######## dmem_arbiter_flat ########
**dmem_arbiter_flat: cells by drive strength**

Bar = 50 um.
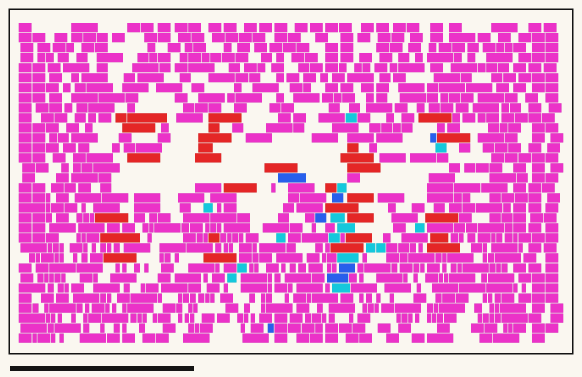

**config.mk**
```make
export PLATFORM = sky130hd
export DESIGN_NAME = dmem_arbiter_flat
export DESIGN_NICKNAME = d
export VERILOG_FILES = /design/src/rtl/dmem_arbiter_if.sv /design/src/rtl/dmem_arbiter.sv /design/src/flat_wrapper.sv
export SDC_FILE = /design/constraint.sdc
export NUM_CORES = 1
export LEC_CHECK = 0
export CORE_ASPECT_RATIO = 0.6
export CORE_MARGIN = 2
export CORE_UTILIZATION = 42
export DETAILED_ROUTE_END_ITERATION = 6
export PLACE_DENSITY = 0.85
export SLEW_MARGIN = 20
export SYNTH_ARGS = -nofsm -noshare
export SYNTH_HDL_FRONTEND = slang
export SYNTH_SLANG_ARGS = --single-unit
```
**constraint.sdc**
```tcl
create_clock -name clock -period 3 [get_ports clock]
set_input_delay 0.45 -clock clock [delete_from_list [all_inputs] [get_ports clock]]
set_output_delay 0.45 -clock clock [all_outputs]
set_load 0.02 [all_outputs]
```
**src/rtl/dmem_arbiter_if.sv**
```systemverilog
// Signal bundle between dmem_arbiter, its two requesters (core, debug) and DataMemory.
// The slave modport is the arbiter's view; master is the environment's view.
interface dmem_arbiter_if #(
    parameter int BITSIZE = 32
);
    logic               c_req;
    logic               c_we;
    logic [BITSIZE-1:0] c_addr;
    logic [BITSIZE-1:0] c_wdata;
    logic [BITSIZE-1:0] c_rdata;
    logic               c_ack;
    logic               c_stall;

    logic               d_req;
    logic               d_we;
    logic [BITSIZE-1:0] d_addr;
    logic [BITSIZE-1:0] d_wdata;
    logic               d_lock;
    logic [BITSIZE-1:0] d_rdata;
    logic               d_ack;

    logic [BITSIZE-1:0] m_addr;
    logic [BITSIZE-1:0] m_wdata;
    logic               m_we;
    logic               m_re;
    logic [BITSIZE-1:0] m_rdata;

    modport slave (
        input  c_req, c_we, c_addr, c_wdata,
        output c_rdata, c_ack, c_stall,
        input  d_req, d_we, d_addr, d_wdata, d_lock,
        output d_rdata, d_ack,
        output m_addr, m_wdata, m_we, m_re,
        input  m_rdata
    );

    modport master (
        output c_req, c_we, c_addr, c_wdata,
        input  c_rdata, c_ack, c_stall,
        output d_req, d_we, d_addr, d_wdata, d_lock,
        input  d_rdata, d_ack,
        input  m_addr, m_wdata, m_we, m_re,
        output m_rdata
    );
endinterface

```
**src/rtl/dmem_arbiter.sv**
```systemverilog
// Shares one DataMemory between the core load/store port and the debug/loader port:
// one registered access cycle at a time, round-robin on ties, debug lock-out of the core.
module dmem_arbiter #(
    parameter int BITSIZE = 32
) (
    input  logic           clock,
    input  logic           reset,
    dmem_arbiter_if.slave  bus
);

    typedef enum logic {
        ST_IDLE   = 1'b0,
        ST_ACCESS = 1'b1
    } state_e;

    typedef enum logic {
        PORT_CORE = 1'b0,
        PORT_DBG  = 1'b1
    } port_e;

    state_e             state_q, state_d;
    port_e              owner_q, owner_d;
    port_e              last_q, last_d;
    logic               we_q, we_d;
    logic [BITSIZE-1:0] addr_q, addr_d;
    logic [BITSIZE-1:0] wdata_q, wdata_d;
    logic [BITSIZE-1:0] c_rdata_q, c_rdata_d;
    logic [BITSIZE-1:0] d_rdata_q, d_rdata_d;
    logic               c_ack_q, c_ack_d;
    logic               d_ack_q, d_ack_d;

    logic               busy_c_s;
    logic               busy_d_s;
    logic               elig_c_s;
    logic               elig_d_s;
    logic               grant_valid_s;
    port_e              grant_s;

    // Eligibility and round-robin pick; a port already in its access cycle cannot be re-granted.
    always_comb begin
        busy_c_s      = (state_q == ST_ACCESS) && (owner_q == PORT_CORE);
        busy_d_s      = (state_q == ST_ACCESS) && (owner_q == PORT_DBG);
        elig_c_s      = bus.c_req & ~bus.d_lock & ~busy_c_s;
        elig_d_s      = bus.d_req & ~busy_d_s;
        grant_valid_s = elig_c_s | elig_d_s;
        if (elig_c_s && elig_d_s) begin
            grant_s = (last_q == PORT_CORE) ? PORT_DBG : PORT_CORE;
        end else if (elig_c_s) begin
            grant_s = PORT_CORE;
        end else begin
            grant_s = PORT_DBG;
        end
    end

    // Next-state: new grant latching plus completion of the access now on the memory bus.
    always_comb begin
        state_d   = ST_IDLE;
        owner_d   = owner_q;
        last_d    = last_q;
        we_d      = we_q;
        addr_d    = addr_q;
        wdata_d   = wdata_q;
        c_rdata_d = c_rdata_q;
        d_rdata_d = d_rdata_q;
        c_ack_d   = 1'b0;
        d_ack_d   = 1'b0;

        if (grant_valid_s) begin
            state_d = ST_ACCESS;
            owner_d = grant_s;
            last_d  = grant_s;
            if (grant_s == PORT_CORE) begin
                we_d    = bus.c_we;
                addr_d  = bus.c_addr;
                wdata_d = bus.c_wdata;
            end else begin
                we_d    = bus.d_we;
                addr_d  = bus.d_addr;
                wdata_d = bus.d_wdata;
            end
        end else begin
            state_d = ST_IDLE;
        end

        // Read data is captured only for reads; writes leave both rdata registers alone.
        case (state_q)
            ST_ACCESS: begin
                if (owner_q == PORT_CORE) begin
                    c_ack_d = 1'b1;
                    if (!we_q) begin
                        c_rdata_d = bus.m_rdata;
                    end else begin
                        c_rdata_d = c_rdata_q;
                    end
                end else begin
                    d_ack_d = 1'b1;
                    if (!we_q) begin
                        d_rdata_d = bus.m_rdata;
                    end else begin
                        d_rdata_d = d_rdata_q;
                    end
                end
            end
            ST_IDLE: begin
                c_ack_d = 1'b0;
                d_ack_d = 1'b0;
            end
            default: begin
                c_ack_d = 1'b0;
                d_ack_d = 1'b0;
            end
        endcase
    end

    // State and datapath registers; reset abandons any in-flight access.
    always_ff @(posedge clock) begin
        if (reset) begin
            state_q   <= ST_IDLE;
            owner_q   <= PORT_CORE;
            last_q    <= PORT_DBG;
            we_q      <= 1'b0;
            addr_q    <= {BITSIZE{1'b0}};
            wdata_q   <= {BITSIZE{1'b0}};
            c_rdata_q <= {BITSIZE{1'b0}};
            d_rdata_q <= {BITSIZE{1'b0}};
            c_ack_q   <= 1'b0;
            d_ack_q   <= 1'b0;
        end else begin
            state_q   <= state_d;
            owner_q   <= owner_d;
            last_q    <= last_d;
            we_q      <= we_d;
            addr_q    <= addr_d;
            wdata_q   <= wdata_d;
            c_rdata_q <= c_rdata_d;
            d_rdata_q <= d_rdata_d;
            c_ack_q   <= c_ack_d;
            d_ack_q   <= d_ack_d;
        end
    end

    // Memory bus is decoded from registers; m_we is also gated by reset so the reset edge never writes.
    always_comb begin
        if (state_q == ST_ACCESS) begin
            bus.m_addr  = addr_q;
            bus.m_wdata = wdata_q;
            bus.m_we    = we_q & ~reset;
            bus.m_re    = ~we_q;
        end else begin
            bus.m_addr  = {BITSIZE{1'b0}};
            bus.m_wdata = {BITSIZE{1'b0}};
            bus.m_we    = 1'b0;
            bus.m_re    = 1'b0;
        end
    end

    // Requester-facing outputs.
    always_comb begin
        bus.c_rdata = c_rdata_q;
        bus.d_rdata = d_rdata_q;
        bus.c_ack   = c_ack_q;
        bus.d_ack   = d_ack_q;
        bus.c_stall = bus.c_req & ~c_ack_q;
    end

endmodule

```
**src/flat_wrapper.sv**
```systemverilog
// flat-port wrapper written by rule: the top's interface ports become plain ports
module dmem_arbiter_flat 
#(
    parameter int BITSIZE = 32
)
  (clock, reset, bus_c_req, bus_c_we, bus_c_addr, bus_c_wdata, bus_c_rdata, bus_c_ack, bus_c_stall, bus_d_req, bus_d_we, bus_d_addr, bus_d_wdata, bus_d_lock, bus_d_rdata, bus_d_ack, bus_m_addr, bus_m_wdata, bus_m_we, bus_m_re, bus_m_rdata);
  dmem_arbiter_if #(.BITSIZE(BITSIZE)) bus_i ();
  input  logic clock;
  input  logic reset;
  input wire logic [$bits(bus_i.c_req)-1:0] bus_c_req;
  input wire logic [$bits(bus_i.c_we)-1:0] bus_c_we;
  input wire logic [$bits(bus_i.c_addr)-1:0] bus_c_addr;
  input wire logic [$bits(bus_i.c_wdata)-1:0] bus_c_wdata;
  output wire logic [$bits(bus_i.c_rdata)-1:0] bus_c_rdata;
  output wire logic [$bits(bus_i.c_ack)-1:0] bus_c_ack;
  output wire logic [$bits(bus_i.c_stall)-1:0] bus_c_stall;
  input wire logic [$bits(bus_i.d_req)-1:0] bus_d_req;
  input wire logic [$bits(bus_i.d_we)-1:0] bus_d_we;
  input wire logic [$bits(bus_i.d_addr)-1:0] bus_d_addr;
  input wire logic [$bits(bus_i.d_wdata)-1:0] bus_d_wdata;
  input wire logic [$bits(bus_i.d_lock)-1:0] bus_d_lock;
  output wire logic [$bits(bus_i.d_rdata)-1:0] bus_d_rdata;
  output wire logic [$bits(bus_i.d_ack)-1:0] bus_d_ack;
  output wire logic [$bits(bus_i.m_addr)-1:0] bus_m_addr;
  output wire logic [$bits(bus_i.m_wdata)-1:0] bus_m_wdata;
  output wire logic [$bits(bus_i.m_we)-1:0] bus_m_we;
  output wire logic [$bits(bus_i.m_re)-1:0] bus_m_re;
  input wire logic [$bits(bus_i.m_rdata)-1:0] bus_m_rdata;
  assign bus_i.c_req = bus_c_req;
  assign bus_i.c_we = bus_c_we;
  assign bus_i.c_addr = bus_c_addr;
  assign bus_i.c_wdata = bus_c_wdata;
  assign bus_c_rdata = bus_i.c_rdata;
  assign bus_c_ack = bus_i.c_ack;
  assign bus_c_stall = bus_i.c_stall;
  assign bus_i.d_req = bus_d_req;
  assign bus_i.d_we = bus_d_we;
  assign bus_i.d_addr = bus_d_addr;
  assign bus_i.d_wdata = bus_d_wdata;
  assign bus_i.d_lock = bus_d_lock;
  assign bus_d_rdata = bus_i.d_rdata;
  assign bus_d_ack = bus_i.d_ack;
  assign bus_m_addr = bus_i.m_addr;
  assign bus_m_wdata = bus_i.m_wdata;
  assign bus_m_we = bus_i.m_we;
  assign bus_m_re = bus_i.m_re;
  assign bus_i.m_rdata = bus_m_rdata;
  dmem_arbiter #(.BITSIZE(BITSIZE)) u_core (.clock(clock), .reset(reset), .bus(bus_i));
endmodule
```
######## fetch_stage ########
`config.mk`:
```
export PLATFORM = sky130hd
export DESIGN_NAME = fetch_stage
export DESIGN_NICKNAME = d
export VERILOG_FILES = /design/src/rtl/fetch_stage.sv
export SDC_FILE = /design/constraint.sdc
export NUM_CORES = 1
export LEC_CHECK = 0
export CAP_MARGIN = 20
export CORE_ASPECT_RATIO = 0.75
export CORE_UTILIZATION = 56
export CTS_CLUSTER_SIZE = 30
export DETAILED_ROUTE_END_ITERATION = 8
export PLACE_DENSITY = 0.87
export SLEW_MARGIN = 20
export SYNTH_ARGS = -nofsm -noshare
export SYNTH_HDL_FRONTEND = slang
export SYNTH_SLANG_ARGS = --single-unit
```
`constraint.sdc`:
```
create_clock -name i_clk -period 3.2 [get_ports i_clk]
set_input_delay 0.64 -clock i_clk [delete_from_list [all_inputs] [get_ports i_clk]]
set_output_delay 0.64 -clock i_clk [all_outputs]
set_load 0.01 [all_outputs]
```
`src/rtl/fetch_stage.sv`:
```
// rtl/fetch_stage.sv - instruction fetch stage and IF/ID register
// Owns the PC, loads reset/interrupt vectors from imem, injects interrupt packets.
module fetch_stage #(
  parameter int          PC_WIDTH       = 32,
  parameter int unsigned RESET_VEC_ADDR = 0,
  parameter int unsigned INT_VEC_ADDR   = 2
) (
  input  logic                i_clk,
  input  logic                i_rst_n,
  output logic [PC_WIDTH-1:0] o_imem_addr,
  input  logic [15:0]         i_imem_data,
  input  logic                i_stall,
  input  logic                i_flush,
  input  logic                i_branch_taken,
  input  logic [PC_WIDTH-1:0] i_branch_target,
  input  logic                i_irq,
  output logic [15:0]         o_instr,
  output logic [PC_WIDTH-1:0] o_pc,
  output logic                o_valid,
  output logic                o_interrupt
);

  typedef enum logic [2:0] {RST_LO, RST_HI, RUN, INT_LO, INT_HI} state_e;

  localparam logic [PC_WIDTH-1:0] RST_VEC = PC_WIDTH'(RESET_VEC_ADDR);
  localparam logic [PC_WIDTH-1:0] INT_VEC = PC_WIDTH'(INT_VEC_ADDR);

  state_e              state_q, state_d;
  logic [PC_WIDTH-1:0] pc_q, pc_d;
  logic                pending_q, pending_d;
  logic [15:0]         instr_q, instr_d;
  logic [PC_WIDTH-1:0] opc_q, opc_d;
  logic                valid_q, valid_d;
  logic                int_q, int_d;

  logic [PC_WIDTH-1:0] pc_inc, pc_lo_load, pc_hi_load;
  logic                in_int, redirect_int, inject;

  assign pc_inc       = pc_q + 1'b1;
  assign pc_lo_load   = PC_WIDTH'(i_imem_data);
  assign in_int       = (state_q == INT_LO) || (state_q == INT_HI);
  assign redirect_int = in_int && i_branch_taken;
  assign inject       = (state_q == RUN) && !i_branch_taken && !i_flush && !i_stall && pending_q;

  // The high vector word only lands in PC bits that exist, capped at bit 31.
  generate
    if (PC_WIDTH > 16) begin : g_hi
      localparam int HW = (PC_WIDTH >= 32) ? 16 : PC_WIDTH - 16;
      always_comb begin
        pc_hi_load          = pc_q;
        pc_hi_load[16 +: HW] = i_imem_data[HW-1:0];
      end
    end else begin : g_no_hi
      assign pc_hi_load = pc_q;
    end
  endgenerate

  always_ff @(posedge i_clk) begin
    if (!i_rst_n) state_q <= RST_LO;
    else          state_q <= state_d;
  end

  always_comb begin
    state_d = state_q;
    case (state_q)
      RST_LO:  state_d = RST_HI;
      RST_HI:  state_d = RUN;
      RUN:     state_d = inject ? INT_LO : RUN;
      INT_LO:  state_d = redirect_int ? RUN : INT_HI;
      INT_HI:  state_d = RUN;
      default: state_d = RST_LO;
    endcase
  end

  always_comb begin
    case (state_q)
      RST_LO:  o_imem_addr = RST_VEC;
      RST_HI:  o_imem_addr = RST_VEC + 1'b1;
      INT_LO:  o_imem_addr = INT_VEC;
      INT_HI:  o_imem_addr = INT_VEC + 1'b1;
      default: o_imem_addr = pc_q;
    endcase
  end

  always_comb begin
    pc_d      = pc_q;
    pending_d = pending_q;
    instr_d   = instr_q;
    opc_d     = opc_q;
    valid_d   = valid_q;
    int_d     = int_q;
    if (state_q != RUN) begin
      instr_d = 16'h0000;
      opc_d   = '0;
      valid_d = 1'b0;
      int_d   = 1'b0;
    end
    case (state_q)
      RST_LO: pc_d = pc_lo_load;
      RST_HI: pc_d = pc_hi_load;
      INT_LO: pc_d = i_branch_taken ? i_branch_target : pc_lo_load;
      INT_HI: pc_d = i_branch_taken ? i_branch_target : pc_hi_load;
      default: begin
        if (i_branch_taken || i_flush) begin
          pc_d    = i_branch_taken ? i_branch_target : pc_inc;
          instr_d = 16'h0000;
          opc_d   = '0;
          valid_d = 1'b0;
          int_d   = 1'b0;
        end else if (!i_stall) begin
          if (pending_q) begin
            instr_d   = 16'h0000;
            opc_d     = pc_q;
            valid_d   = 1'b1;
            int_d     = 1'b1;
            pending_d = 1'b0;
          end else begin
            instr_d = i_imem_data;
            opc_d   = pc_inc;
            valid_d = 1'b1;
            int_d   = 1'b0;
            pc_d    = pc_inc;
          end
        end
      end
    endcase
    // An aborted vector fetch retries the interrupt; a new pulse always wins over a clear.
    if (redirect_int || i_irq) pending_d = 1'b1;
  end

  always_ff @(posedge i_clk) begin
    if (!i_rst_n) begin
      pc_q      <= '0;
      pending_q <= 1'b0;
      instr_q   <= 16'h0000;
      opc_q     <= '0;
      valid_q   <= 1'b0;
      int_q     <= 1'b0;
    end else begin
      pc_q      <= pc_d;
      pending_q <= pending_d;
      instr_q   <= instr_d;
      opc_q     <= opc_d;
      valid_q   <= valid_d;
      int_q     <= int_d;
    end
  end

  assign o_instr     = instr_q;
  assign o_pc        = opc_q;
  assign o_valid     = valid_q;
  assign o_interrupt = int_q;

endmodule

```
######## mod_exp_ctrl_flat ########
<file path="src/rtl/mod_exp_ctrl_if.sv">
// Multiplier request/response bus between the exponentiation controller and a modular multiplier.
interface mod_exp_ctrl_if #(
    parameter int W = 64
);
    logic         mul_start;
    logic [W-1:0] mul_a;
    logic [W-1:0] mul_b;
    logic [W-1:0] mul_n;
    logic         mul_done;
    logic [W-1:0] mul_p;

    modport master (
        output mul_start, mul_a, mul_b, mul_n,
        input  mul_done, mul_p
    );

    modport slave (
        input  mul_start, mul_a, mul_b, mul_n,
        output mul_done, mul_p
    );
endinterface

</file>
<file path="src/rtl/mod_exp_ctrl.sv">
// Left-to-right square-and-multiply controller computing base^exp mod modulus
// by sequencing an external modular multiplier over a start/done handshake.
module mod_exp_ctrl #(
    parameter int W = 64
) (
    input  logic          clk,
    input  logic          rst,
    input  logic          start,
    input  logic [W-1:0]  base,
    input  logic [W-1:0]  exp,
    input  logic [31:0]   length,
    input  logic [W-1:0]  modulus,
    output logic          busy,
    output logic          done,
    output logic [W-1:0]  result,
    mod_exp_ctrl_if.master mul
);
    localparam int IW = $clog2(W);

    typedef enum logic [2:0] {
        IDLE,
        ISSUE_SQ,
        WAIT_SQ,
        ISSUE_MUL,
        WAIT_MUL,
        FINISH
    } state_t;

    state_t       state;
    logic [W-1:0] base_q;
    logic [W-1:0] exp_q;
    logic [31:0]  idx;
    logic         last_bit;

    assign last_bit = (idx == '0);

    // The accumulator lives in mul_a: every op is launched on the edge that
    // captures the previous product, so mul_a always holds the current acc.
    always_ff @(posedge clk) begin
        if (rst) begin
            state         <= IDLE;
            busy          <= 1'b0;
            done          <= 1'b0;
            result        <= '0;
            mul.mul_start <= 1'b0;
            mul.mul_a     <= '0;
            mul.mul_b     <= '0;
            mul.mul_n     <= '0;
            base_q        <= '0;
            exp_q         <= '0;
            idx           <= '0;
        end else begin
            done          <= 1'b0;
            mul.mul_start <= 1'b0;
            case (state)
                IDLE: begin
                    if (start) begin
                        base_q <= base;
                        exp_q  <= exp;
                        if (length == '1) begin
                            result <= W'(1);
                            done   <= 1'b1;
                            state  <= FINISH;
                        end else if (length == '0) begin
                            result <= base;
                            done   <= 1'b1;
                            state  <= FINISH;
                        end else begin
                            busy          <= 1'b1;
                            idx           <= length - 32'd1;
                            mul.mul_start <= 1'b1;
                            mul.mul_a     <= base;
                            mul.mul_b     <= base;
                            mul.mul_n     <= modulus;
                            state         <= ISSUE_SQ;
                        end
                    end
                end
                ISSUE_SQ:  state <= WAIT_SQ;
                ISSUE_MUL: state <= WAIT_MUL;
                WAIT_SQ: begin
                    if (mul.mul_done) begin
                        if (exp_q[idx[IW-1:0]]) begin
                            mul.mul_start <= 1'b1;
                            mul.mul_a     <= mul.mul_p;
                            mul.mul_b     <= base_q;
                            state         <= ISSUE_MUL;
                        end else if (last_bit) begin
                            result <= mul.mul_p;
                            done   <= 1'b1;
                            busy   <= 1'b0;
                            state  <= FINISH;
                        end else begin
                            idx           <= idx - 32'd1;
                            mul.mul_start <= 1'b1;
                            mul.mul_a     <= mul.mul_p;
                            mul.mul_b     <= mul.mul_p;
                            state         <= ISSUE_SQ;
                        end
                    end
                end
                WAIT_MUL: begin
                    if (mul.mul_done) begin
                        if (last_bit) begin
                            result <= mul.mul_p;
                            done   <= 1'b1;
                            busy   <= 1'b0;
                            state  <= FINISH;
                        end else begin
                            idx           <= idx - 32'd1;
                            mul.mul_start <= 1'b1;
                            mul.mul_a     <= mul.mul_p;
                            mul.mul_b     <= mul.mul_p;
                            state         <= ISSUE_SQ;
                        end
                    end
                end
                FINISH:  state <= IDLE;
                default: state <= IDLE;
            endcase
        end
    end
endmodule

</file>
<file path="src/flat_wrapper.sv">
// flat-port wrapper written by rule: the top's interface ports become plain ports
module mod_exp_ctrl_flat 
#(
    parameter int W = 64
)
  (clk, rst, start, base, exp, length, modulus, busy, done, result, mul_mul_start, mul_mul_a, mul_mul_b, mul_mul_n, mul_mul_done, mul_mul_p);
  mod_exp_ctrl_if #(.W(W)) mul_i ();
  input  logic clk;
  input  logic rst;
  input  logic start;
  input  logic [W-1:0] base;
  input  logic [W-1:0] exp;
  input  logic [31:0] length;
  input  logic [W-1:0] modulus;
  output logic busy;
  output logic done;
  output logic [W-1:0] result;
  output wire logic [$bits(mul_i.mul_start)-1:0] mul_mul_start;
  output wire logic [$bits(mul_i.mul_a)-1:0] mul_mul_a;
  output wire logic [$bits(mul_i.mul_b)-1:0] mul_mul_b;
  output wire logic [$bits(mul_i.mul_n)-1:0] mul_mul_n;
  input wire logic [$bits(mul_i.mul_done)-1:0] mul_mul_done;
  input wire logic [$bits(mul_i.mul_p)-1:0] mul_mul_p;
  assign mul_mul_start = mul_i.mul_start;
  assign mul_mul_a = mul_i.mul_a;
  assign mul_mul_b = mul_i.mul_b;
  assign mul_mul_n = mul_i.mul_n;
  assign mul_i.mul_done = mul_mul_done;
  assign mul_i.mul_p = mul_mul_p;
  mod_exp_ctrl #(.W(W)) u_core (.clk(clk), .rst(rst), .start(start), .base(base), .exp(exp), .length(length), .modulus(modulus), .busy(busy), .done(done), .result(result), .mul(mul_i));
endmodule
</file>
<file path="config.mk">
export PLATFORM = sky130hd
export DESIGN_NAME = mod_exp_ctrl_flat
export DESIGN_NICKNAME = d
export VERILOG_FILES = /design/src/rtl/mod_exp_ctrl_if.sv /design/src/rtl/mod_exp_ctrl.sv /design/src/flat_wrapper.sv
export SDC_FILE = /design/constraint.sdc
export NUM_CORES = 1
export LEC_CHECK = 0
export CORE_ASPECT_RATIO = 1.4
export CORE_MARGIN = 8
export CORE_UTILIZATION = 40
export CTS_CLUSTER_DIAMETER = 200
export DETAILED_ROUTE_END_ITERATION = 10
export PLACE_DENSITY = 0.77
export SLEW_MARGIN = 20
export SYNTH_ARGS = -nofsm -noshare
export SYNTH_HDL_FRONTEND = slang
export SYNTH_SLANG_ARGS = --single-unit
</file>
<file path="constraint.sdc">
create_clock -name clk -period 5.14 [get_ports clk]
set_clock_uncertainty 0.05 [all_clocks]
set_input_delay 1.542 -clock clk [delete_from_list [all_inputs] [get_ports clk]]
set_output_delay 1.542 -clock clk [all_outputs]
set_load 0.03 [all_outputs]
</file>
######## alu_op_issue ########
**src/rtl/alu_pkg.sv**
```systemverilog
// Shared ALU Operation codes, ALUOp encodings and funct3 constants used by the
// execute-stage issue logic.
package alu_pkg;

    typedef enum logic [3:0] {
        ALU_AND     = 4'b0000,
        ALU_OR      = 4'b0001,
        ALU_ADD     = 4'b0010,
        ALU_XOR     = 4'b0011,
        ALU_SLL     = 4'b0100,
        ALU_SRL     = 4'b0101,
        ALU_SUB     = 4'b0110,
        ALU_SRA     = 4'b0111,
        ALU_EQ      = 4'b1000,
        ALU_SLT     = 4'b1100,
        ALU_ILLEGAL = 4'b1111
    } alu_op_e;

    typedef enum logic [1:0] {
        ALUOP_ADDR   = 2'b00,
        ALUOP_BRANCH = 2'b01,
        ALUOP_ARITH  = 2'b10,
        ALUOP_LUI    = 2'b11
    } aluop_e;

    localparam logic [2:0] F3_ADD_SUB = 3'b000;
    localparam logic [2:0] F3_SLL     = 3'b001;
    localparam logic [2:0] F3_SLT     = 3'b010;
    localparam logic [2:0] F3_SLTU    = 3'b011;
    localparam logic [2:0] F3_XOR     = 3'b100;
    localparam logic [2:0] F3_SRL_SRA = 3'b101;
    localparam logic [2:0] F3_OR      = 3'b110;
    localparam logic [2:0] F3_AND     = 3'b111;

    localparam logic [2:0] F3_BEQ = 3'b000;
    localparam logic [2:0] F3_BNE = 3'b001;
    localparam logic [2:0] F3_BLT = 3'b100;
    localparam logic [2:0] F3_BGE = 3'b101;

endpackage

```
**src/rtl/alu_op_encode.sv**
```systemverilog
// Combinational ALUOp/Funct3/Funct7/ALUSrc to ALU Operation encoder; unmapped
// combinations yield ALU_ILLEGAL with illegal_o set.
module alu_op_encode
    import alu_pkg::*;
(
    input  aluop_e     aluop_i,
    input  logic [2:0] funct3_i,
    input  logic [6:0] funct7_i,
    input  logic       alusrc_i,
    output alu_op_e    op_o,
    output logic       illegal_o
);

    logic unused_funct7;
    assign unused_funct7 = ^{funct7_i[6], funct7_i[4:0]};

    always_comb begin
        op_o = ALU_ILLEGAL;
        case (aluop_i)
            ALUOP_ADDR, ALUOP_LUI: op_o = ALU_ADD;
            ALUOP_BRANCH: begin
                // BNE/BGE share codes with BEQ/BLT; EX inverts the flag.
                case (funct3_i)
                    F3_BEQ, F3_BNE: op_o = ALU_EQ;
                    F3_BLT, F3_BGE: op_o = ALU_SLT;
                    default:        op_o = ALU_ILLEGAL;
                endcase
            end
            default: begin
                case (funct3_i)
                    F3_ADD_SUB: op_o = (funct7_i[5] && !alusrc_i) ? ALU_SUB : ALU_ADD;
                    F3_SLL:     op_o = ALU_SLL;
                    F3_SLT:     op_o = ALU_SLT;
                    F3_XOR:     op_o = ALU_XOR;
                    F3_SRL_SRA: op_o = funct7_i[5] ? ALU_SRA : ALU_SRL;
                    F3_OR:      op_o = ALU_OR;
                    F3_AND:     op_o = ALU_AND;
                    default:    op_o = ALU_ILLEGAL;
                endcase
            end
        endcase
        illegal_o = (op_o == ALU_ILLEGAL);
    end

endmodule

```
**src/rtl/alu_op_issue.sv**
```systemverilog
// Execute-stage issue register: valid/ready handshake, operand select and
// registered ALU Operation. Define ALU_ISSUE_SKID_EN for a registered in_ready.
module alu_op_issue
    import alu_pkg::*;
#(
    parameter int unsigned DATA_WIDTH    = 32,
    parameter int unsigned OPCODE_LENGTH = 4
) (
    input  logic                     clk,
    input  logic                     reset,
    input  logic                     in_valid,
    output logic                     in_ready,
    input  logic [1:0]               ALUOp,
    input  logic [2:0]               Funct3,
    input  logic [6:0]               Funct7,
    input  logic                     ALUSrc,
    input  logic [DATA_WIDTH-1:0]    RD1,
    input  logic [DATA_WIDTH-1:0]    RD2,
    input  logic [DATA_WIDTH-1:0]    Imm,
    input  logic                     flush,
    output logic                     out_valid,
    input  logic                     out_ready,
    output logic [OPCODE_LENGTH-1:0] Operation,
    output logic [DATA_WIDTH-1:0]    SrcA,
    output logic [DATA_WIDTH-1:0]    SrcB,
    output logic                     illegal
);

    typedef struct packed {
        alu_op_e               op;
        logic                  ill;
        logic [DATA_WIDTH-1:0] srca;
        logic [DATA_WIDTH-1:0] srcb;
    } issue_t;

    alu_op_e enc_op;
    logic    enc_ill;
    issue_t  in_pld;

    alu_op_encode u_encode (
        .aluop_i   (aluop_e'(ALUOp)),
        .funct3_i  (Funct3),
        .funct7_i  (Funct7),
        .alusrc_i  (ALUSrc),
        .op_o      (enc_op),
        .illegal_o (enc_ill)
    );

    always_comb begin
        in_pld.op   = enc_op;
        in_pld.ill  = enc_ill;
        in_pld.srca = (aluop_e'(ALUOp) == ALUOP_LUI) ? '0 : RD1;
        in_pld.srcb = ALUSrc ? Imm : RD2;
    end

    logic   valid_q, valid_d;
    issue_t main_q, main_d;

`ifdef ALU_ISSUE_SKID_EN
    logic   skid_valid_q, skid_valid_d;
    issue_t skid_q, skid_d;
    logic   ready_q, ready_d;
    logic   accept;
    logic   advance;

    assign in_ready = ready_q;
    assign accept   = in_valid && ready_q && !flush;
    assign advance  = !valid_q || out_ready;

    // The skid entry only fills while the main stage stalls, and drains
    // into the main stage before any new input is accepted.
    always_comb begin
        valid_d      = valid_q;
        main_d       = main_q;
        skid_valid_d = skid_valid_q;
        skid_d       = skid_q;
        if (flush) begin
            valid_d      = 1'b0;
            skid_valid_d = 1'b0;
        end else if (advance) begin
            if (skid_valid_q) begin
                main_d       = skid_q;
                valid_d      = 1'b1;
                skid_valid_d = 1'b0;
            end else if (accept) begin
                main_d  = in_pld;
                valid_d = 1'b1;
            end else begin
                valid_d = 1'b0;
            end
        end else if (accept) begin
            skid_d       = in_pld;
            skid_valid_d = 1'b1;
        end
        ready_d    = !skid_valid_d;
        main_d.ill = main_d.ill & valid_d;
    end

    always_ff @(posedge clk or posedge reset) begin
        if (reset) begin
            skid_valid_q <= 1'b0;
            skid_q       <= '0;
            ready_q      <= 1'b1;
        end else begin
            skid_valid_q <= skid_valid_d;
            skid_q       <= skid_d;
            ready_q      <= ready_d;
        end
    end
`else
    logic load;

    assign in_ready = !valid_q || out_ready;
    assign load     = in_valid && in_ready && !flush;

    always_comb begin
        valid_d = valid_q;
        main_d  = main_q;
        if (flush) begin
            valid_d = 1'b0;
        end else if (load) begin
            valid_d = 1'b1;
            main_d  = in_pld;
        end else if (out_ready) begin
            valid_d = 1'b0;
        end
        main_d.ill = main_d.ill & valid_d;
    end
`endif

    always_ff @(posedge clk or posedge reset) begin
        if (reset) begin
            valid_q <= 1'b0;
            main_q  <= '0;
        end else begin
            valid_q <= valid_d;
            main_q  <= main_d;
        end
    end

    assign out_valid = valid_q;
    assign Operation = OPCODE_LENGTH'(main_q.op);
    assign SrcA      = main_q.srca;
    assign SrcB      = main_q.srcb;
    assign illegal   = main_q.ill;

endmodule

```
**config.mk**
```make
export PLATFORM = sky130hd
export DESIGN_NAME = alu_op_issue
export DESIGN_NICKNAME = d
export VERILOG_FILES = /design/src/rtl/alu_pkg.sv /design/src/rtl/alu_op_encode.sv /design/src/rtl/alu_op_issue.sv
export SDC_FILE = /design/constraint.sdc
export NUM_CORES = 1
export LEC_CHECK = 0
export CAP_MARGIN = 5
export CELL_PAD_IN_SITES_DETAIL_PLACEMENT = 0
export CELL_PAD_IN_SITES_GLOBAL_PLACEMENT = 1
export CORE_MARGIN = 5
export CORE_UTILIZATION = 30
export DETAILED_ROUTE_END_ITERATION = 10
export GPL_ROUTABILITY_DRIVEN = 0
export PLACE_DENSITY_LB_ADDON = 0.15
export SYNTH_ARGS = -nofsm -noshare
export SYNTH_HDL_FRONTEND = slang
export SYNTH_SLANG_ARGS = --single-unit
```
**constraint.sdc**
```tcl
create_clock -name clk -period 3.9 [get_ports clk]
set_clock_uncertainty 0.1 [all_clocks]
set_input_delay 0.78 -clock clk [delete_from_list [all_inputs] [get_ports clk]]
set_output_delay 0.78 -clock clk [all_outputs]
set_load 0.005 [all_outputs]
```
**alu_op_issue: register map, names as in the netlist**

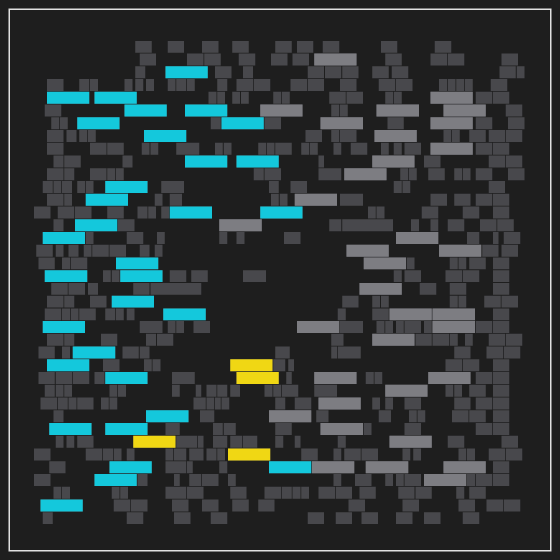
- yellow: Operation (flops 4; where bottom middle)
- cyan: SrcA (flops 32)
- not coloured: 34
sequential group power: 884 uW
utilization after layout: 0.496

**alu_op_issue: the clock network**

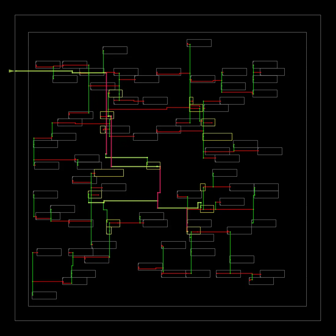
Clock Buffer Count: 10
Clock group: 615 uW
flip-flops: 70
clk latency of the worst-skew pair: 330 ps

==> impl_metrics.tcl, alu_op_issue <==
# implementation run metrics
set metrics [dict create \
    outcome "complete, no violations" \
    cts_buffers 9 \
    syn_inst 332 \
    flop_cell "dfrtp_1" \
    via_count 3099 \
    grt_start_max_net_pins 71 \
    synthMuxAreaShare 0.0963 \
    layout_top_cell "clkdlybuf4s50_1" \
    die_w_um 115 \
    ys_cells 332 \
    crit_slowest_cell "clkdlybuf4s50_1" \
    fin_setup_tns_ps 0 \
    gr-usage-all-layers 0.161 \
    clk_share 0.0377 \
    crit_path_end "in_ready" \
    antenna_found_initial 0 \
    yosysSeqAreaShare 0.527 \
    ioPinCount 185 \
]
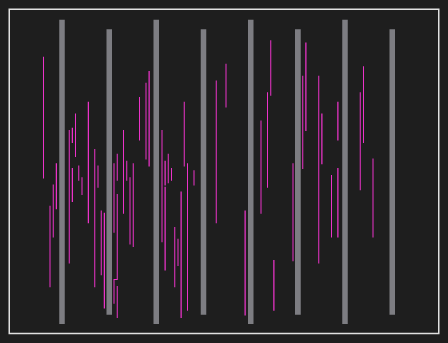
**Above:** fetch_stage (metal 4).
Supply wires on this layer in grey.
- wire length on this layer: 1,120 um
- share of all routed wire: 4.5%
- nets with wire on the layer: 50
- main direction: vertical
via count: 7,668
Routed WL: 25,100 um

**fetch_stage: clock network drawn from the DEF**

Bar = 20 um.
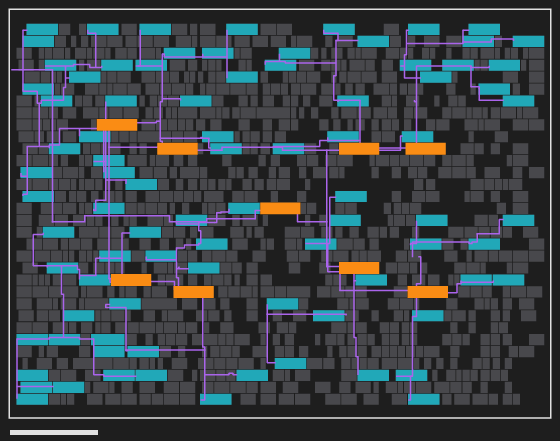
- purple: clock wires (length 1,190 um)
- cyan: flip-flops (count 86)
- orange: clock-net drivers (count 9)
- flops lie: all over the die
Worst Skew: 8.99 ps
Clock group: 1040 uW
clk latency of the worst-skew pair: 350 ps
Clk pwr share: 0.325

==> impl_metrics.tcl, fetch_stage <==
# implementation run metrics
set metrics [dict create \
    hp-start "o_pc[29]" \
    edf_count 0 \
    drt-met1-wl_um 9470 \
    r2r_cells 6 \
    layout.area.seq_um2 1720 \
    largest_area_cell "dfxtp_1" \
    fp_nets 878 \
    top_area_frac 0.280 \
    num_antenna_cells 0 \
    cp-start-kind "flop" \
    grt_pass1_wl_um 38300 \
    comb_power_share 0.271 \
    overflow 0 \
    r2r-start "state_q[2]" \
    max_stage_delay_ps 770 \
    vias_per_cell 7.19 \
    drv_slew 0 \
    post_drt_wl_per_cell_um 23.5 \
    setup_slack_ps 287 \
    postSynth.asyncResetShare 0 \
    signal_buffers 173 \
    dp_slack_ps 162 \
    nets 980 \
    dp.cells 1050 \
    hp-class "flop to flop" \
    rows 32 \
    seq-cell-share 0.218 \
    portBuffers 135 \
    antenna_found_initial 1 \
    fill_cells 767 \
    tap_cells 136 \
    cts_tree "done" \
    power_leader "registers" \
    min_to "o_pc[29]" \
    flop_cell "dfxtp_1" \
    ys_warn_count 0 \
    synth_area_um2 6160 \
    remaining_drc_errors 0 \
    outcome "complete, no violations" \
    die_w_um 123 \
    worstPathMaxFanout 19 \
    root_buffer "clkbuf_16" \
    p_leak_uw 0.00258 \
    seqPwrFrac 0.404 \
    synth-area-yosys_um2 6160 \
    synthMuxAreaShare 0.0106 \
    worst_slew_pin_slew_ps 1190 \
    met2_length_um 11200 \
    syn_inst 823 \
    clock_buffers 10 \
    wl_met3_um 3210 \
    cts_resized 0 \
    ioPinCount 136 \
    fin_setup_tns_ps 0 \
    comb_share 0.512 \
    net-switching-power_uw 1150 \
    grt_start_max_net_pins 35 \
    ys.flops 86 \
    dominant-cell-class "logic gates" \
    synth-simple-area-share 0.317 \
    p_comb_uw 864 \
    critical_path_arrival_ps 2270 \
    top_layer_used "met5" \
    nMultiInputCombCells 643 \
    syn_area_per_cell_um2 7.48 \
    drive_above_1_share 0.0806 \
    path_depth 3 \
    nFlopsAndLatches 86 \
]
**dmem_arbiter_flat: the clock network**

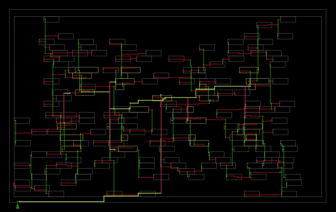
Clock Buffer Count: 18
Clock group: 2110 uW
TritonCTS Buffers: 17
flip-flops: 134
Sink Count: 134

**dmem_arbiter_flat: metal 4**

Supply wires on this layer in grey.
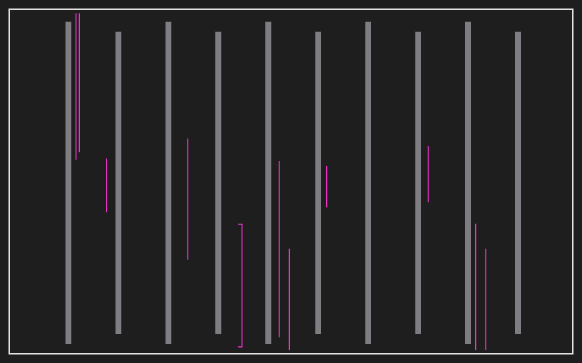
- share of all routed wire: 1.8%
- nets with wire on the layer: 8
- wire length on this layer: 321 um
- longest straight run: 47.6 um
via count: 5,321
Routed WL: 17,900 um

Notes on 'cells by drive strength' of dmem_arbiter_flat above:
- blue: x2 (cells 7; share 0.79%)
- red: x6 and larger (cells 30; share 3.4%)
- magenta: x1 and smaller (cells 833; share 94%)
- cyan: x3 and x4 (cells 15; share 1.7%)
Final Cell Area: 9240 um2
final setup margin: 353 ps
layout overhead on the synthesized area: 65.9%

==> impl_metrics.tcl, dmem_arbiter_flat <==
# implementation run metrics
set metrics [dict create \
    logic_area_um2 2620 \
    hold_buffers 0 \
    maxCapViolCount 0 \
    nets 1039 \
    rsz0062_at_grt "false" \
    largest_area_cell "dfxtp_1" \
    synth-simple-area-share 0.184 \
    synth-area-yosys_um2 5570 \
    grt_util_met3 0.0690 \
    placed_cell_area_um2 8640 \
    postSynth.asyncResetShare 0 \
    ys_cells 595 \
    edf_count 0 \
    grt_pass1_vias 5513 \
    cts_tree "done" \
    fill_cells 968 \
    ioPinCount 300 \
    setup_viol_count_final 0 \
    lay_top_cells "clkdlybuf4s50_1 (298), dfxtp_1 (133), nand2_1 (129)" \
    vias_per_cell 5.04 \
    seq-cell-share 0.290 \
    drive_above_1_share 0.0588 \
    power_density_nw_per_um2 534 \
    crit_chain "buf_12 > and2_1 > clkdlybuf4s50_1" \
    firstDrtPassIters 4 \
    required_ps 2550 \
    grt-busiest-layer "met2" \
    maxSlewHeadroom 0.527 \
    powerSeq_uw 1980 \
    path_depth 3 \
    die_w_um 153 \
    gr-usage-all-layers 0.251 \
    dp_slack_ps 588 \
    synth_top_cell_by_count "dfxtp_1" \
    use_met2 0.431 \
    rows 32 \
    rr_endpoint "u_core.bus.c_rdata[15]" \
    nMultiInputCombCells 408 \
    clk_latency_ps 410 \
    antenna_found_initial 0 \
    finalNonFillerCells 1055 \
    worstHoldPathCells 2 \
    yosysSeqAreaShare 0.482 \
    outcome "complete, no violations" \
    aoi_share 0.167 \
    overflow 0 \
    inverters 2 \
    report.power.total_uw 4940 \
    crit_start "u_core.state_q" \
    clk_share 0.0650 \
    warnings 26 \
    grt_pass1_wl_um 28600 \
    r2r_slack_ps 650 \
    initCoreUtil 0.432 \
    internal_power_uw 3630 \
    ys_warn_count 0 \
    layout_top_cell "clkdlybuf4s50_1" \
    wl_met3_um 1410 \
    portBuffers 299 \
    hold_viol_final 0 \
    top_cells_by_count "dfxtp_1 (134), nand2_1 (129), mux2i_1 (65), o2bb2ai_1 (65)" \
    drtIter0Drc 221 \
    syn_inst 595 \
]
**mod_exp_ctrl_flat: cells by drive strength**

Bar = 50 um.
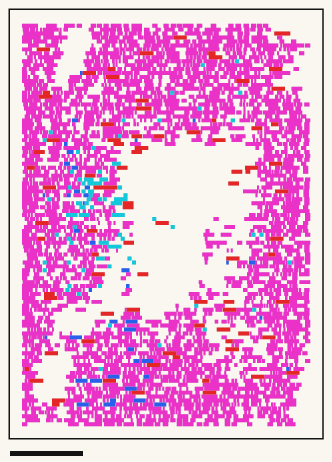
- red: x6 and larger (cells 84; share 2.5%)
- blue: x2 (cells 41; share 1.2%)
- magenta: x1 and smaller (cells 3,120; share 94%)
- cyan: x3 and x4 (cells 72; share 2.2%)
layout overhead on the synthesized area: 34.8%
Non-clk bufs: 625
Final Cell Area: 30,000 um2
final setup margin: 772 ps

**mod_exp_ctrl_flat: metal 4**

Supply wires on this layer in grey.
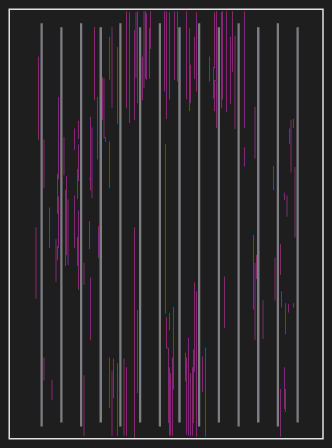
- nets with wire on the layer: 96
- wire length on this layer: 4,880 um
- main direction: vertical
Routed WL: 88,200 um
via count: 24,100

==> impl_metrics.tcl, mod_exp_ctrl_flat <==
# implementation run metrics
set metrics [dict create \
    outcome "complete, no violations" \
    seq-cell-share 0.282 \
    grt_start_max_net_pins 143 \
    net-switching-power_uw 3230 \
    fill_cells 5159 \
    top_cells_by_count "nand2_1 (542), dfxtp_1 (422), a21oi_1 (293)" \
    root_buffer "clkbuf_16" \
    initCoreUtil 0.404 \
    adder_share 0.000562 \
    layout.area.seq_um2 8450 \
    max_freq_mhz 229 \
    postSynth.asyncResetShare 0 \
    cts-htree-levels 2 \
    finalNonFillerCells 4059 \
    tap_cells 728 \
    remaining_drc_errors 0 \
    placed_cell_area_um2 28500 \
    path_depth 8 \
    dp.cells 3964 \
    crit_start "length[12]" \
    power_density_nw_per_um2 325 \
    nets 3576 \
    clk_latency_ps 570 \
    layout_top_cell "clkdlybuf4s50_1" \
    worstPathMaxFanout 9 \
    cp_top_family "simple AND/OR/NAND/NOR gates" \
    flop_cell "dfxtp_1" \
    crit_slowest_cell "or4_1" \
    hold_ws_ps 401 \
    syn_inst 2893 \
    yosysUniqueCellTypes 73 \
    top_area_frac 0.380 \
    fp.dieArea_um2 63500 \
    dp_hpwl_um 59000 \
    dominant-cell-class "logic gates" \
    drive_above_1_share 0.0594 \
    aoi_share 0.239 \
    end_kind "flop" \
    largest_area_cell "dfxtp_1" \
    comb_power_share 0.269 \
    crit_type "primary input to flop" \
    report.power.total_uw 9750 \
    required_ps 5520 \
    finish.utilization 0.544 \
    worst_slew_pin_slew_ps 1060 \
    gr-usage-all-layers 0.260 \
    xor_share 0.00197 \
    die_y_um 295 \
    crit_chain "clkdlybuf4s50_1 > or4_1 > nor4_1 > mux2i_1 > or4_1 > o31a_1 > o31ai_1 > a31oi_1" \
    hold_viol_final 0 \
    crit_path_end "u_core.idx[23]" \
    finalCriticalPeriod_ps 4370 \
    hp-class "flop to flop" \
    powerSeq_uw 3780 \
    period_used_share 0.850 \
    maxCapViolCount 0 \
    path_clk_slew_ps 60 \
    clk_share 0.0500 \
    area_leaders "dfxtp_1 (38%), nand2_1 (9.1%), mux2i_1 (6.7%), a21oi_1 (6.6%), clkbuf_1 (3.6%)" \
    hp-start "u_core.mul.mul_n[46]" \
    yosysSeqAreaShare 0.380 \
    max_stage_delay_ps 720 \
    ys.flops 422 \
    rr_endpoint "u_core.mul.mul_b[40]" \
    r2r-start "u_core.idx[21]" \
]

==> gallery <==
Gate families picked out.
Plate I
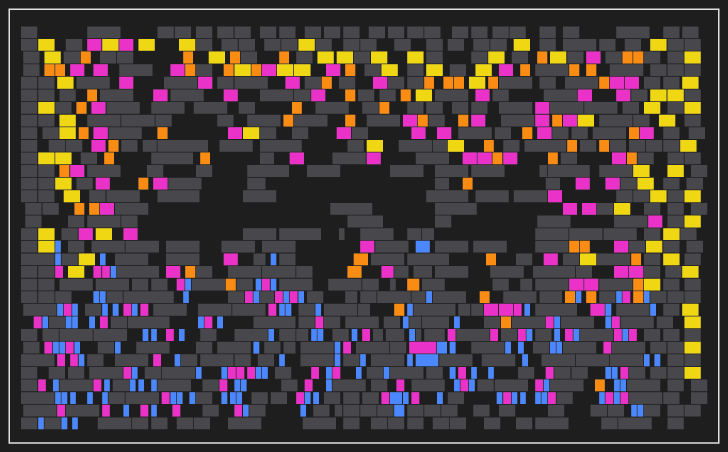
Plate II
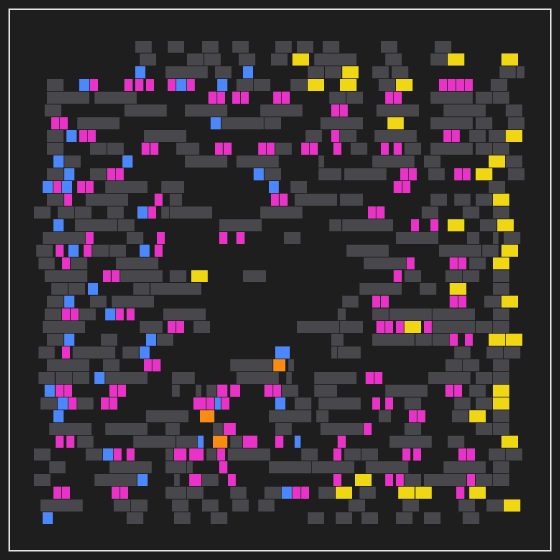
Plate III
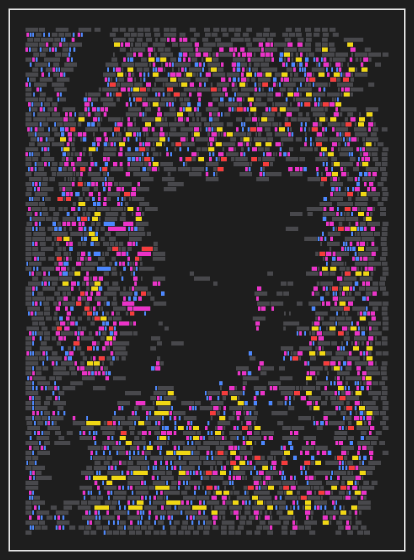
mod_exp_ctrl_flat -> Plate III
dmem_arbiter_flat -> Plate I
alu_op_issue -> Plate II
- fewest cells: Plate II
- most cells: Plate III


######## bp_reg_initiator ########
**bp_reg_initiator: cells by drive strength**

Bar = 20 um.
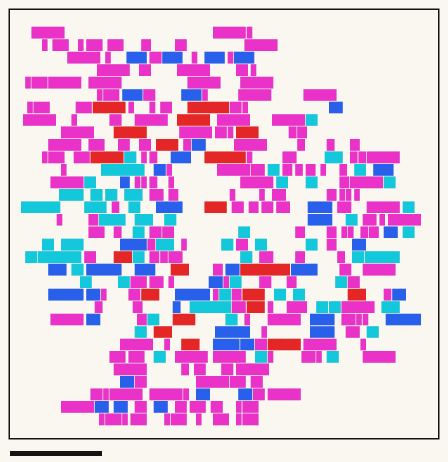
**bp_reg_initiator: gate families picked out**

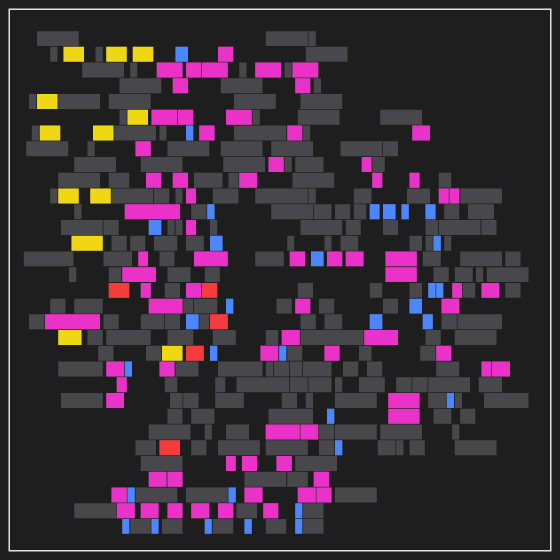
===== config.mk =====
export PLATFORM = sky130hd
export DESIGN_NAME = bp_reg_initiator
export DESIGN_NICKNAME = d
export VERILOG_FILES = /design/src/rtl/bp_reg_initiator.sv
export SDC_FILE = /design/constraint.sdc
export NUM_CORES = 1
export LEC_CHECK = 0
export CAP_MARGIN = 30
export CORE_MARGIN = 2
export CORE_UTILIZATION = 30
export DETAILED_ROUTE_END_ITERATION = 7
export DONT_BUFFER_PORTS = 1
export GPL_ROUTABILITY_DRIVEN = 0
export PLACE_DENSITY_LB_ADDON = 0.1
export SYNTH_ARGS = -nofsm -noshare
export SYNTH_HDL_FRONTEND = slang
export SYNTH_SLANG_ARGS = --single-unit

===== constraint.sdc =====
create_clock -name i_clk -period 1.6 [get_ports i_clk]
set_input_delay 0.16 -clock i_clk [delete_from_list [all_inputs] [get_ports i_clk]]
set_output_delay 0.16 -clock i_clk [all_outputs]
set_load 0.02 [all_outputs]

===== src/rtl/bp_reg_initiator.sv =====
// rtl/bp_reg_initiator.sv - register read/write initiator over a byte-pipe link
module bp_reg_initiator #(
    parameter int N_REG   = 63,
    parameter int TIMEOUT = 1000
) (
    input  logic       i_clk,
    input  logic       i_rst,
    input  logic       i_cg,
    input  logic       i_cmd_valid,
    output logic       o_cmd_ready,
    input  logic       i_cmd_wr,
    input  logic [6:0] i_cmd_addr,
    input  logic [7:0] i_cmd_wdata,
    output logic       o_rsp_valid,
    input  logic       i_rsp_ready,
    output logic [7:0] o_rsp_rdata,
    output logic       o_rsp_err,
    output logic       o_rsp_timeout,
    output logic [7:0] o_bp_data,
    output logic       o_bp_valid,
    input  logic       i_bp_ready,
    input  logic [7:0] i_bp_data,
    input  logic       i_bp_valid,
    output logic       o_bp_ready
);

    typedef enum logic [2:0] {IDLE, SEND_ADDR, SEND_DATA, WAIT_RSP, RESP} state_t;

    localparam logic [7:0]  NREG_B  = 8'(N_REG);
    localparam logic [15:0] TO_LAST = 16'(TIMEOUT - 1);

    state_t      state_q, state_d;
    logic [15:0] cnt_q, cnt_d;
    logic        wr_q, wr_d;
    logic [7:0]  wdata_q, wdata_d;
    logic        bp_valid_q, bp_valid_d;
    logic [7:0]  bp_data_q, bp_data_d;
    logic        bp_ready_q, bp_ready_d;
    logic        rsp_valid_q, rsp_valid_d;
    logic [7:0]  rdata_q, rdata_d;
    logic        err_q, err_d;
    logic        timeout_q, timeout_d;

    // Defaults hold everything, so a low clock gate freezes the whole block.
    always_comb begin
        state_d     = state_q;
        cnt_d       = cnt_q;
        wr_d        = wr_q;
        wdata_d     = wdata_q;
        bp_valid_d  = bp_valid_q;
        bp_data_d   = bp_data_q;
        bp_ready_d  = bp_ready_q;
        rsp_valid_d = rsp_valid_q;
        rdata_d     = rdata_q;
        err_d       = err_q;
        timeout_d   = timeout_q;
        if (i_cg) begin
            case (state_q)
                IDLE: begin
                    if (i_cmd_valid) begin
                        wr_d    = i_cmd_wr;
                        wdata_d = i_cmd_wdata;
                        if ({1'b0, i_cmd_addr} >= NREG_B) begin
                            state_d     = RESP;
                            rsp_valid_d = 1'b1;
                            rdata_d     = 8'd0;
                            err_d       = 1'b1;
                            timeout_d   = 1'b0;
                        end else begin
                            state_d    = SEND_ADDR;
                            bp_valid_d = 1'b1;
                            bp_data_d  = {i_cmd_wr, i_cmd_addr};
                        end
                    end
                end
                SEND_ADDR: begin
                    if (i_bp_ready) begin
                        if (wr_q) begin
                            state_d   = SEND_DATA;
                            bp_data_d = wdata_q;
                        end else begin
                            state_d    = WAIT_RSP;
                            bp_valid_d = 1'b0;
                            bp_data_d  = 8'd0;
                            bp_ready_d = 1'b1;
                            cnt_d      = 16'd0;
                        end
                    end
                end
                SEND_DATA: begin
                    if (i_bp_ready) begin
                        state_d     = RESP;
                        bp_valid_d  = 1'b0;
                        bp_data_d   = 8'd0;
                        rsp_valid_d = 1'b1;
                        rdata_d     = 8'd0;
                        err_d       = 1'b0;
                        timeout_d   = 1'b0;
                    end
                end
                WAIT_RSP: begin
                    // A byte arriving on the last counted cycle still wins over the timeout.
                    if (i_bp_valid) begin
                        state_d     = RESP;
                        bp_ready_d  = 1'b0;
                        rsp_valid_d = 1'b1;
                        rdata_d     = i_bp_data;
                        err_d       = 1'b0;
                        timeout_d   = 1'b0;
                    end else if (cnt_q == TO_LAST) begin
                        state_d     = RESP;
                        bp_ready_d  = 1'b0;
                        rsp_valid_d = 1'b1;
                        rdata_d     = 8'd0;
                        err_d       = 1'b0;
                        timeout_d   = 1'b1;
                    end else begin
                        cnt_d = cnt_q + 16'd1;
                    end
                end
                RESP: begin
                    if (i_rsp_ready) begin
                        state_d     = IDLE;
                        rsp_valid_d = 1'b0;
                        rdata_d     = 8'd0;
                        err_d       = 1'b0;
                        timeout_d   = 1'b0;
                    end
                end
                default: state_d = IDLE;
            endcase
        end
    end

    always_ff @(posedge i_clk) begin
        if (i_rst) begin
            state_q     <= IDLE;
            cnt_q       <= 16'd0;
            wr_q        <= 1'b0;
            wdata_q     <= 8'd0;
            bp_valid_q  <= 1'b0;
            bp_data_q   <= 8'd0;
            bp_ready_q  <= 1'b0;
            rsp_valid_q <= 1'b0;
            rdata_q     <= 8'd0;
            err_q       <= 1'b0;
            timeout_q   <= 1'b0;
        end else begin
            state_q     <= state_d;
            cnt_q       <= cnt_d;
            wr_q        <= wr_d;
            wdata_q     <= wdata_d;
            bp_valid_q  <= bp_valid_d;
            bp_data_q   <= bp_data_d;
            bp_ready_q  <= bp_ready_d;
            rsp_valid_q <= rsp_valid_d;
            rdata_q     <= rdata_d;
            err_q       <= err_d;
            timeout_q   <= timeout_d;
        end
    end

    // Ready is masked by reset so it is low throughout reset and high right after.
    assign o_cmd_ready   = (state_q == IDLE) && !i_rst;
    assign o_rsp_valid   = rsp_valid_q;
    assign o_rsp_rdata   = rdata_q;
    assign o_rsp_err     = err_q;
    assign o_rsp_timeout = timeout_q;
    assign o_bp_valid    = bp_valid_q;
    assign o_bp_data     = bp_data_q;
    assign o_bp_ready    = bp_ready_q;

endmodule


==> impl_metrics.tcl <==
# implementation run metrics
set metrics [dict create \
    use_met2 0.238 \
    cp-start-kind "flop" \
    ys_cells 273 \
    setup_viol_count_final 22 \
    violations "setup timing" \
    setup_slack_ps -264 \
    top_logic_kind "AND-OR/OR-AND gates" \
    hold_buffers 9 \
    outcome "complete, but fails checks" \
    firstDrtPassIters 4 \
    crit_slowest_cell "or3_4" \
    layout_top_cell "dfxtp_1" \
    post_drt_wl_per_cell_um 15.1 \
    hold_ws_ps 7.58 \
    wl_met3_um 254 \
    gr-usage-all-layers 0.149 \
]
## Picture notes: 'cells by drive strength' of bp_reg_initiator
- cyan: x3 and x4 (cells 56; share 17%)
- red: x6 and larger (cells 20; share 6.2%)
- blue: x2 (cells 42; share 13%)
- magenta: x1 and smaller (cells 207; share 64%)
layout overhead on the synthesized area: 42.3%
Final Cell Area: 3410 um2
final setup margin: -264 ps
Non-clk bufs: 65

## Picture notes: 'gate families picked out' of bp_reg_initiator
- blue: nand cells (cells 32; most used nand2_1)
- red: non-inverting ao/oa cells (cells 5; most used a31o_1)
- magenta: aoi and oai cells (cells 74; most used o211ai_1)
- yellow: mux cells (cells 12; most used mux2i_1)
logic share of the area: 0.450
Final Non-Filler Cells: 427



==> gallery <==
Clock network drawn from the DEF.
image #1
Bar = 20 um.
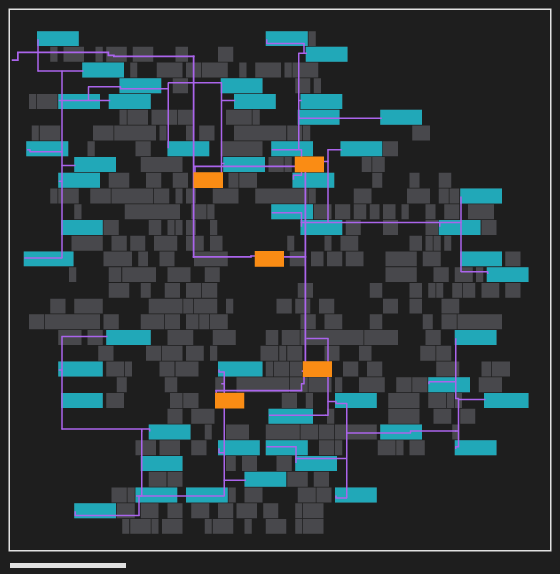
image #2
Bar = 50 um.
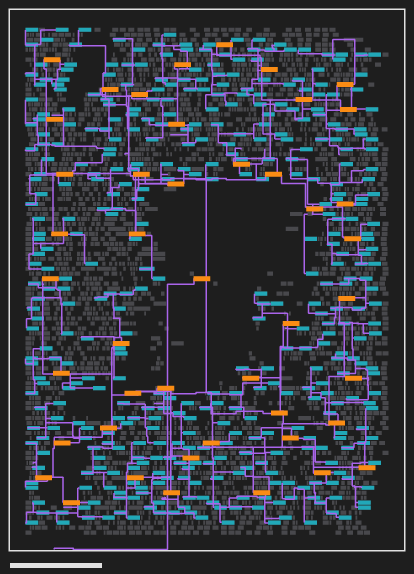
image #3
Bar = 20 um.
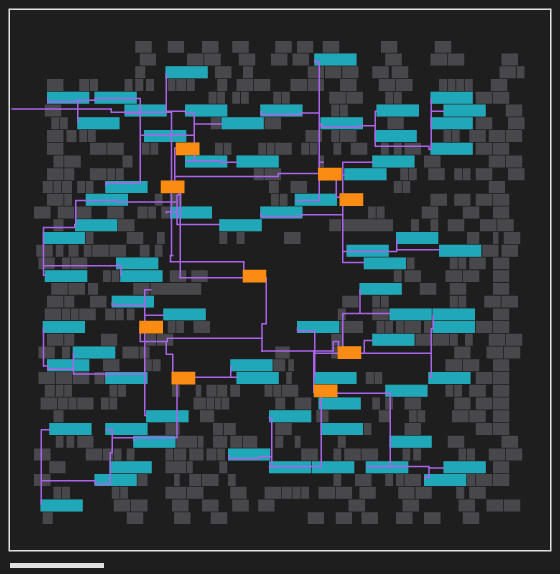
image #4
Bar = 50 um.
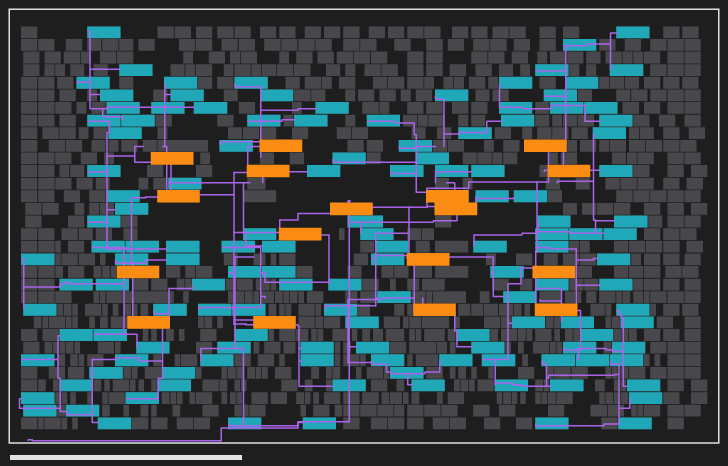
bp_reg_initiator is image #1.
mod_exp_ctrl_flat is image #2.
alu_op_issue is image #3.
dmem_arbiter_flat is image #4.

Key to image #4:
- purple: clock wires (length 1,720 um)
- orange: clock-net drivers (count 17)
- cyan: flip-flops (count 134)
- flops lie: all over the die

Power is estimated from default activity; no workload was simulated.
